# steer_en_ctrl

==> steer_en_ctrl/placed.png <==
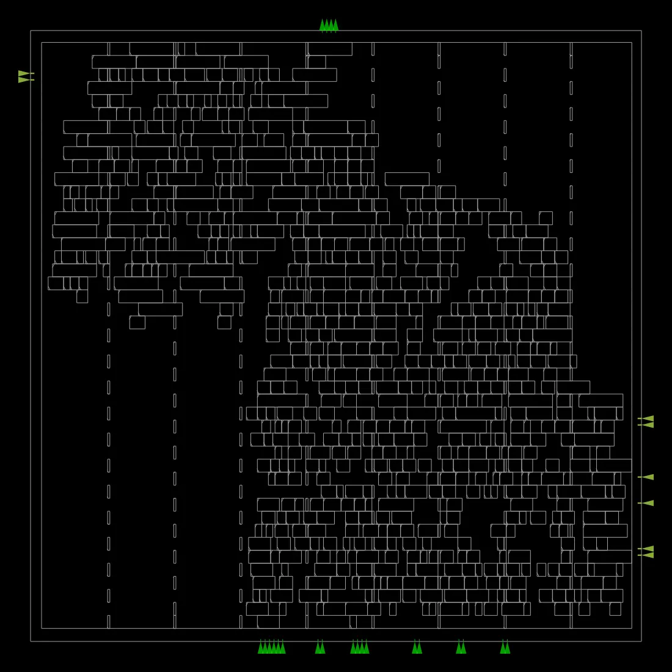

**src/rtl/steer_pkg.sv**
```systemverilog
// rtl/steer_pkg.sv - shared state type and timer constant for steer_en_ctrl
package steer_pkg;

  typedef enum logic [1:0] {
    IDLE  = 2'd0,
    WAIT  = 2'd1,
    STEER = 2'd2
  } steer_st_t;

  localparam int FAST_TERM_W = 15;

endpackage

```
**src/rtl/ld_cell_cmp.sv**
```systemverilog
// rtl/ld_cell_cmp.sv - combinational load-cell sum/diff threshold comparators
module ld_cell_cmp #(
  parameter int              LD_W   = 12,
  parameter logic [LD_W-1:0] MIN_WT = 12'h200,
  parameter logic [LD_W-1:0] HYST   = 12'h40
) (
  input  logic [LD_W-1:0] lft,
  input  logic [LD_W-1:0] rght,
  output logic            sum_gt_min,
  output logic            sum_lt_min,
  output logic            diff_gt_1_8,
  output logic            diff_gt_15_16
);

  // Thresholds carry one extra bit so MIN_WT+HYST cannot wrap
  localparam logic [LD_W:0] HI_THR = {1'b0, MIN_WT} + {1'b0, HYST};
  localparam logic [LD_W:0] LO_THR = {1'b0, MIN_WT} - {1'b0, HYST};

  logic [LD_W:0]   sum;
  logic [LD_W-1:0] diff;
  logic [LD_W:0]   diff_x;

  assign sum    = {1'b0, lft} + {1'b0, rght};
  assign diff   = (lft >= rght) ? (lft - rght) : (rght - lft);
  assign diff_x = {1'b0, diff};

  assign sum_gt_min    = sum > HI_THR;
  assign sum_lt_min    = sum < LO_THR;
  assign diff_gt_1_8   = diff_x > (sum >> 3);
  assign diff_gt_15_16 = diff_x > (sum - (sum >> 4));

endmodule

```
**src/rtl/steer_en_ctrl.sv**
```systemverilog
// rtl/steer_en_ctrl.sv - rider-detect / steering-enable FSM; STEER_LD_AVG_EN adds 4-sample cell averaging
module steer_en_ctrl #(
  parameter int              LD_W     = 12,
  parameter logic [LD_W-1:0] MIN_WT   = 12'h200,
  parameter logic [LD_W-1:0] HYST     = 12'h40,
  parameter int              TMR_W    = 26,
  parameter bit              FAST_SIM = 1'b0
) (
  input  logic            clk,
  input  logic            rst_n,
  input  logic [LD_W-1:0] lft_ld,
  input  logic [LD_W-1:0] rght_ld,
  output logic            en_steer,
  output logic            rider_off,
  output logic [1:0]      steer_st
);

  import steer_pkg::*;

  localparam logic [TMR_W-1:0] TMR_TERM = FAST_SIM ?
    {{(TMR_W-FAST_TERM_W){1'b0}}, {FAST_TERM_W{1'b1}}} : {TMR_W{1'b1}};

  logic [LD_W-1:0] lft_c;
  logic [LD_W-1:0] rght_c;

`ifdef STEER_LD_AVG_EN
  logic [3:0][LD_W-1:0] lft_hist;
  logic [3:0][LD_W-1:0] rght_hist;
  logic [LD_W+1:0]      lft_acc;
  logic [LD_W+1:0]      rght_acc;

  always_ff @(posedge clk or negedge rst_n) begin
    if (!rst_n) begin
      lft_hist  <= '0;
      rght_hist <= '0;
    end else begin
      lft_hist  <= {lft_hist[2:0], lft_ld};
      rght_hist <= {rght_hist[2:0], rght_ld};
    end
  end

  assign lft_acc  = {2'b00, lft_hist[0]} + {2'b00, lft_hist[1]} +
                    {2'b00, lft_hist[2]} + {2'b00, lft_hist[3]};
  assign rght_acc = {2'b00, rght_hist[0]} + {2'b00, rght_hist[1]} +
                    {2'b00, rght_hist[2]} + {2'b00, rght_hist[3]};
  assign lft_c    = lft_acc[LD_W+1:2];
  assign rght_c   = rght_acc[LD_W+1:2];
`else
  assign lft_c  = lft_ld;
  assign rght_c = rght_ld;
`endif

  logic sum_gt_min, sum_lt_min, diff_gt_1_8, diff_gt_15_16;

  ld_cell_cmp #(.LD_W(LD_W), .MIN_WT(MIN_WT), .HYST(HYST)) u_cmp (
    .lft           (lft_c),
    .rght          (rght_c),
    .sum_gt_min    (sum_gt_min),
    .sum_lt_min    (sum_lt_min),
    .diff_gt_1_8   (diff_gt_1_8),
    .diff_gt_15_16 (diff_gt_15_16)
  );

  steer_st_t        state, nxt_state;
  logic [TMR_W-1:0] tmr;
  logic             tmr_full, tmr_clr;

  assign tmr_full = (tmr == TMR_TERM);

  // A clear wins over tmr_full: an unbalanced cycle restarts the settle window
  always_comb begin
    nxt_state = state;
    tmr_clr   = 1'b0;
    case (state)
      IDLE: begin
        if (sum_gt_min) begin
          nxt_state = WAIT;
          tmr_clr   = 1'b1;
        end
      end
      WAIT: begin
        if (sum_lt_min)       nxt_state = IDLE;
        else if (diff_gt_1_8) tmr_clr   = 1'b1;
        else if (tmr_full)    nxt_state = STEER;
      end
      STEER: begin
        if (sum_lt_min) nxt_state = IDLE;
        else if (diff_gt_15_16) begin
          nxt_state = WAIT;
          tmr_clr   = 1'b1;
        end
      end
      default: nxt_state = IDLE;
    endcase
  end

  always_ff @(posedge clk or negedge rst_n) begin
    if (!rst_n) begin
      state     <= IDLE;
      tmr       <= '0;
      en_steer  <= 1'b0;
      rider_off <= 1'b0;
    end else begin
      state <= nxt_state;
      if (tmr_clr)                        tmr <= '0;
      else if (state == WAIT && !tmr_full) tmr <= tmr + 1'b1;
      en_steer  <= (nxt_state == STEER);
      rider_off <= (nxt_state == IDLE) && (state != IDLE);
    end
  end

  assign steer_st = state;

endmodule
```
**config.mk**
```make
export PLATFORM = sky130hd
export DESIGN_NAME = steer_en_ctrl
export DESIGN_NICKNAME = d
export VERILOG_FILES = /design/src/rtl/steer_pkg.sv /design/src/rtl/ld_cell_cmp.sv /design/src/rtl/steer_en_ctrl.sv
export SDC_FILE = /design/constraint.sdc
export NUM_CORES = 1
export LEC_CHECK = 0
export CAP_MARGIN = 20
export CORE_MARGIN = 2
export CORE_UTILIZATION = 30
export DETAILED_ROUTE_END_ITERATION = 8
export DONT_BUFFER_PORTS = 1
export GPL_ROUTABILITY_DRIVEN = 0
export PLACE_DENSITY = 0.56
export REMOVE_ABC_BUFFERS = 1
export SYNTH_ARGS = -nofsm -noshare
export SYNTH_HDL_FRONTEND = slang
export SYNTH_HIERARCHICAL = 1
export SYNTH_SLANG_ARGS = --single-unit
export TNS_END_PERCENT = 50
```
**constraint.sdc**
```tcl
create_clock -name clk -period 3.1 [get_ports clk]
set_input_delay 0.93 -clock clk [delete_from_list [all_inputs] [get_ports clk]]
set_output_delay 0.93 -clock clk [all_outputs]
set_load 0.005 [all_outputs]
```
# ps2_key_latch

File: src/rtl/ps2_key_latch.sv
// rtl/ps2_key_latch.sv - PS/2 frame receiver and make/break decoder holding the pressed key's scan code
module ps2_key_latch #(
    parameter int FILTER_LEN     = 4,
    parameter int TIMEOUT_CYCLES = 25000
) (
    input  logic       Pixelclock,
    input  logic       reset,
    input  logic       ps2_clk,
    input  logic       ps2_data,
    output logic [7:0] character,
    output logic       new_key,
    output logic       frame_err
);

    localparam int FW = $clog2(FILTER_LEN + 1);
    localparam int TW = $clog2(TIMEOUT_CYCLES + 1);

    typedef enum logic [1:0] {
        IDLE   = 2'd0,
        DATA   = 2'd1,
        PARITY = 2'd2,
        STOP   = 2'd3
    } state_t;

    logic          clk_s1_q, clk_s2_q;
    logic          dat_s1_q, dat_s2_q;
    logic          filt_q, filt_d;
    logic [FW-1:0] filt_cnt_q, filt_cnt_d;
    logic          fall_edge;

    state_t        state_q;
    logic [2:0]    bit_cnt_q;
    logic [7:0]    shift_q;
    logic          parity_q;
    logic [TW-1:0] to_cnt_q;
    logic          brk_q, ext_q;
    logic [7:0]    char_q;
    logic          new_key_q, frame_err_q;

    // Two-flop synchronizers; idle PS/2 lines are high, so reset to 1
    always_ff @(posedge Pixelclock or posedge reset) begin
        if (reset) begin
            clk_s1_q <= 1'b1;
            clk_s2_q <= 1'b1;
            dat_s1_q <= 1'b1;
            dat_s2_q <= 1'b1;
        end else begin
            clk_s1_q <= ps2_clk;
            clk_s2_q <= clk_s1_q;
            dat_s1_q <= ps2_data;
            dat_s2_q <= dat_s1_q;
        end
    end

    // Filter: count consecutive samples that disagree with the filtered level
    always_comb begin
        filt_d     = filt_q;
        filt_cnt_d = '0;
        if (clk_s2_q != filt_q) begin
            if (filt_cnt_q == FW'(FILTER_LEN - 1)) begin
                filt_d = clk_s2_q;
            end else begin
                filt_cnt_d = filt_cnt_q + FW'(1);
            end
        end
    end

    // The falling edge is flagged in the same cycle the filter commits to 0
    assign fall_edge = filt_q & ~clk_s2_q & (filt_cnt_q == FW'(FILTER_LEN - 1));

    // Filter state registers
    always_ff @(posedge Pixelclock or posedge reset) begin
        if (reset) begin
            filt_q     <= 1'b1;
            filt_cnt_q <= '0;
        end else begin
            filt_q     <= filt_d;
            filt_cnt_q <= filt_cnt_d;
        end
    end

    // Frame FSM with timeout and scan-code decoder; all outputs registered
    always_ff @(posedge Pixelclock or posedge reset) begin
        if (reset) begin
            state_q     <= IDLE;
            bit_cnt_q   <= '0;
            shift_q     <= '0;
            parity_q    <= 1'b0;
            to_cnt_q    <= '0;
            brk_q       <= 1'b0;
            ext_q       <= 1'b0;
            char_q      <= 8'h00;
            new_key_q   <= 1'b0;
            frame_err_q <= 1'b0;
        end else begin
            new_key_q   <= 1'b0;
            frame_err_q <= 1'b0;

            if (state_q == IDLE || fall_edge) begin
                to_cnt_q <= '0;
            end else begin
                to_cnt_q <= to_cnt_q + TW'(1);
            end

            if (fall_edge) begin
                case (state_q)
                    IDLE: begin
                        if (!dat_s2_q) begin
                            state_q   <= DATA;
                            bit_cnt_q <= '0;
                        end
                    end
                    DATA: begin
                        shift_q   <= {dat_s2_q, shift_q[7:1]};
                        bit_cnt_q <= bit_cnt_q + 3'd1;
                        if (bit_cnt_q == 3'd7) begin
                            state_q <= PARITY;
                        end
                    end
                    PARITY: begin
                        parity_q <= dat_s2_q;
                        state_q  <= STOP;
                    end
                    STOP: begin
                        state_q <= IDLE;
                        if ((^{shift_q, parity_q}) && dat_s2_q) begin
                            if (shift_q == 8'hF0) begin
                                brk_q <= 1'b1;
                            end else if (shift_q == 8'hE0) begin
                                ext_q <= 1'b1;
                            end else if (ext_q) begin
                                // Extended keys are not rendered; drop the code
                                ext_q <= 1'b0;
                                brk_q <= 1'b0;
                            end else if (brk_q) begin
                                if (shift_q == char_q) begin
                                    char_q <= 8'h00;
                                end
                                brk_q <= 1'b0;
                            end else begin
                                char_q    <= shift_q;
                                new_key_q <= 1'b1;
                            end
                        end else begin
                            frame_err_q <= 1'b1;
                        end
                    end
                    default: state_q <= IDLE;
                endcase
            end else if (state_q != IDLE && to_cnt_q == TW'(TIMEOUT_CYCLES - 1)) begin
                // A stop-bit edge in this cycle takes the branch above instead
                state_q     <= IDLE;
                frame_err_q <= 1'b1;
            end
        end
    end

    assign character = char_q;
    assign new_key   = new_key_q;
    assign frame_err = frame_err_q;

endmodule
File: config.mk
export PLATFORM = sky130hd
export DESIGN_NAME = ps2_key_latch
export DESIGN_NICKNAME = d
export VERILOG_FILES = /design/src/rtl/ps2_key_latch.sv
export SDC_FILE = /design/constraint.sdc
export NUM_CORES = 1
export LEC_CHECK = 0
export CAP_MARGIN = 25
export CORE_AREA = 4 4 70 72
export DETAILED_ROUTE_END_ITERATION = 10
export DIE_AREA = 0 0 74 76
export PLACE_DENSITY = 0.8
export RECOVER_POWER = 100
export SYNTH_ARGS = -nofsm -noshare
export SYNTH_HDL_FRONTEND = slang
export SYNTH_SLANG_ARGS = --single-unit
export TNS_END_PERCENT = 50
File: constraint.sdc
create_clock -name Pixelclock -period 2.79 [get_ports Pixelclock]
set_clock_uncertainty 0.1 [all_clocks]
set_input_delay 0.279 -clock Pixelclock [delete_from_list [all_inputs] [get_ports Pixelclock]]
set_output_delay 0.279 -clock Pixelclock [all_outputs]
set_load 0.005 [all_outputs]
==> steer_en_ctrl/ff_map.png <==
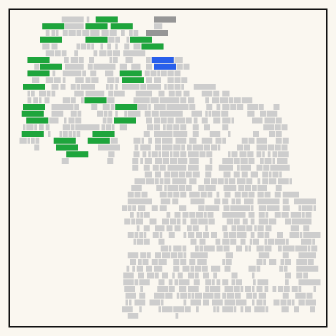
blue -> steer_st  # flops 2
green -> tmr  # flops 26
not coloured = 2

==> steer_en_ctrl/route_heat.png <==
The die is cut into 26 by 26 equal tiles; black is low, pale yellow is high, scaled to the fullest tile. Values are wire area over tile area, all layers added.
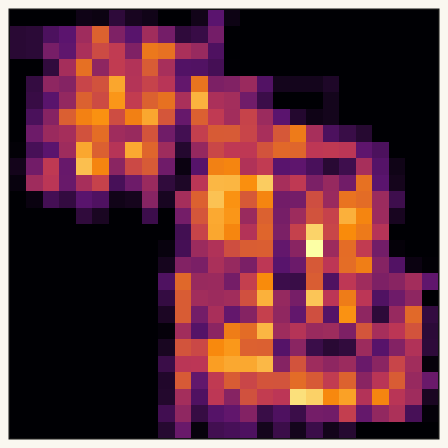
nearly empty tiles = 36%
mean over tiles = 0.13
densest ninth of the die = middle
tiles over half the peak = 22%
emptiest ninth of the die = bottom left

Notes on steer_en_ctrl/placed.png above:
filler cell count in the final layout: 1,428
Seq Cell Count: 30
floorplan row count: 45
core footprint: 15,100 um^2

==> reports/notes.md, steer_en_ctrl <==
The run finished, with violations left. The final reports fail on negative setup slack. Per the CTS log, the root buffer master is sky130_fd_sc_hd__clkbuf_16. For this run the top cell type by instance count after synthesis was sky130_fd_sc_hd__ha_1.

For this run, the script counts the antenna cells in the layout as 0. STA reports a reg2reg setup slack of 860 ps. The logic depth of the worst path, buffers included is 29.

The run gives 31 for the largest net degree at the start of global routing. Setup violations remaining at the end of the flow were counted as 30. The run gives 3900 um^2 as the area occupied by multi-input gates. The worst setup path endpoint is tmr[16]$_DFFE_PN0P_. The clock reaches the later pin of the worst-skew pair after 280 ps. Summing the areas of all and, or, nand and nor instances in the mapped netlist gives 21.3% of the synthesized area. The tools report the tally of max-capacitance violations as 0. The run gives -2780 ps as the final worst-path setup slack. For reference, XOR and XNOR gates occupy 7.92% of the area reported after synthesis.

During I/O placement, the number of pins put on the boundary was 30. STA classifies the critical path startpoint as a primary input.
-- steer_en_ctrl: worst register-to-register path, stage by stage, from the launching register on --
cell and delay [ps]:
sky130_fd_sc_hd__dfrtp_1 490, sky130_fd_sc_hd__nor2b_1 770, sky130_fd_sc_hd__o31ai_4 270, sky130_fd_sc_hd__or4_1 490
sky130_fd_sc_hd__a21oi_2 150
-- steer_en_ctrl: what timing repair did --
item,in CTS,in global routing
setup buffers,36,10
gates cloned,2,0
pin swaps,42,17
setup endpoints to repair,30,30
resized,46,46
-- steer_en_ctrl: sequential cells by signal, indices dropped and copies added, names as in the netlist --
name       cells
en_steer       1
rider_off      1
tmr           26
steer_st       2
-- steer_en_ctrl: power breakdown --
part | internal, uW | switching, uW | total [uW]
registers | 409 | 24.6 | 433
logic | 1400 | 1250 | 2660
clock network | 317 | 169 | 486
==> ps2_key_latch/m3.png <==
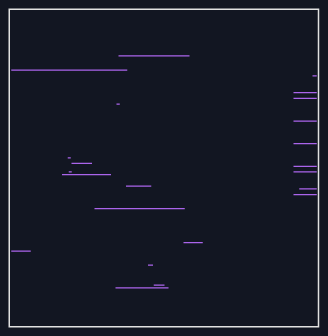
nets with wire on the layer = 18
share of all routed wire = 3.7%
routed wire length: 4.15 mm
Global Route met3 Usage: 4.35%

==> reports/notes.md, ps2_key_latch <==
The run gives 0 as the initial antenna violation count. CTS root buffer: sky130_fd_sc_hd__clkbuf_8. Endpoints failing hold in the final report were tallied at 0.

The tools report the area taken by flip-flops and latches as 1230 um^2. The run gives 2880 ps for the required time reported for the critical path endpoint. The critical path in this run is classified as reg -> reg. In this run the horizontal extent of the chip is 74 um. The flow ran to the end, and the final reports show no timing, DRC or antenna violations. In this run, synthesis inferred 0 flip-flops with an integrated enable. Of all cell types, the one taking the most synthesized area is sky130_fd_sc_hd__dfrtp_1. Per the skew report, the later register of the worst-skew pair sees a clock latency of 300 ps. The detail-routed net length per standard cell is 14.4 um. In this run the number of H-tree levels came out at 2. The synthesis stat section lists a flop and latch total of 49. The tools report the cell count after placement as 280. The layout report lists the multi-input gate area as 1150 um^2. For reference, the clock transition at the flip-flops on the worst setup and hold paths is 90 ps. The area added between synthesis and finish came out at 10.7%. The post-placement cell area is 2640 um^2.

Per the layout area report, the sequential fraction of cell area is 45.2%. The run gives 7 as the clock buffer instance count of the final layout. TritonCTS built the clock tree.

The yosys synthesis chip area came out at 2460 um^2. The final-layout clock-cell area share came out at 4.27%. The buffers plus inverters on the worst setup path was 0. The final antenna diode tally reported by the flow is 0.

According to the floorplan report, the placeable core area is 4290 um^2. The run gives 0.832 for the final RePlAce weighted congestion. The placed wire-length estimate after detailed placement is 3.09 mm, and the CTS buffer count is 5. Overall power after layout: 1340 uW.

The net count after synthesis is 233. For this run, the number of Yosys warnings is 0. The startpoint identified for the worst hold timing path is dat_s1_q$_DFF_PP1_.

The setup slack of the most critical reg-to-reg path was 300 ps; the number of warnings in the stage logs was 30. Summed over all nets, the switching power comes to 277 uW. The post-place setup slack was 504 ps; the wire length of the first global-routing pass was 7.41 mm.

The endpoint of the worst hold path is reported as dat_s2_q$_DFF_PP1_. Once detail routing completed, the nets flagged for antenna violations numbered 0.
ps2_key_latch: worst max path at each step:
stage,start,endpoint
3_3_place_gp,filt_q$_DFFE_PP1P_,character[5]$_DFFE_PP0P_
4_1_cts,clk_s2_q$_DFF_PP1_,state_q[1]$_DFFE_PP0P_
2_1_floorplan,clk_s2_q$_DFF_PP1_,state_q[0]$_DFFE_PP0P_
3_5_place_dp,clk_s2_q$_DFF_PP1_,state_q[1]$_DFFE_PP0P_
6_report,shift_q[3]$_DFFE_PP0P_,character[7]$_DFFE_PP0P_
5_1_grt,shift_q[3]$_DFFE_PP0P_,character[7]$_DFFE_PP0P_
ps2_key_latch: cell families (layout without fill, tap and decap cells):
logic type	after synthesis	count (layout)	synth area share [%]
mux	11	11	5.08
compound gates	33	33	9.30
buf+inv	13	30	2.64
fa+ha+maj	10	10	5.08
flops	49	49	50.1
simple gates	78	78	17.7
xor+xnor	25	25	10.1
ps2_key_latch: state kept, by name, indices dropped and copies added (netlist names), 2 cells and up:
name        count
bit_cnt_q       3
character       8
filt_cnt_q      3
shift_q         8
state_q         2
to_cnt_q       15

## Gallery

Wires at chosen ports, followed through buffers.
shot_01.png
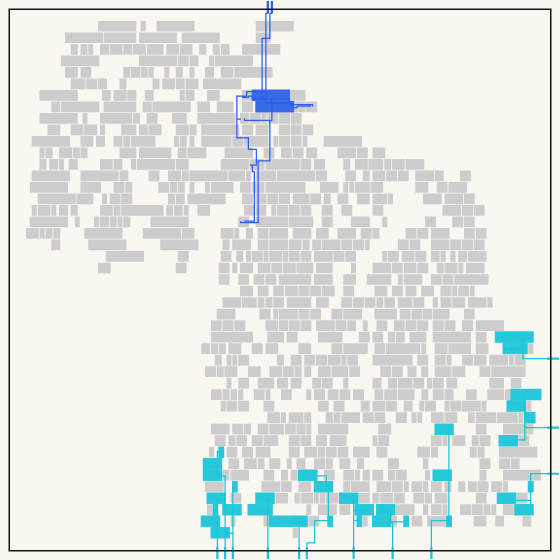
shot_02.png
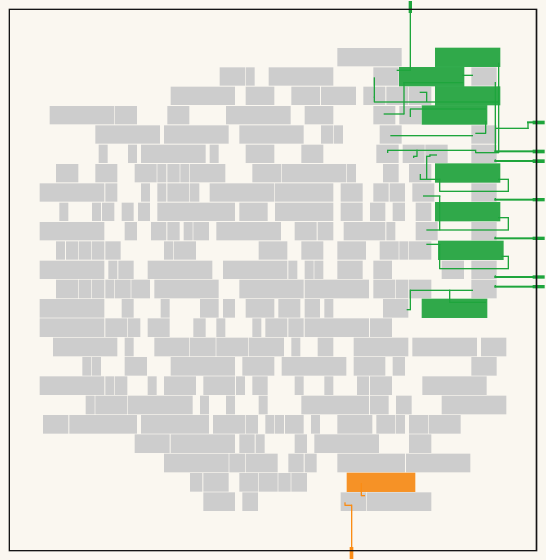
| from | picture |
|---|---|
| ps2_key_latch | shot_02.png |
| steer_en_ctrl | shot_01.png |

Key to shot_02.png:
orange -> ps2_clk  # bits 1, direction input, end cells 1, buffers 1, wire 9.40 um
green -> character  # bits 8, direction output, end cells 8, buffers 8, wire 236 um


No activity file was given, so power comes from the tool's default toggle rates.
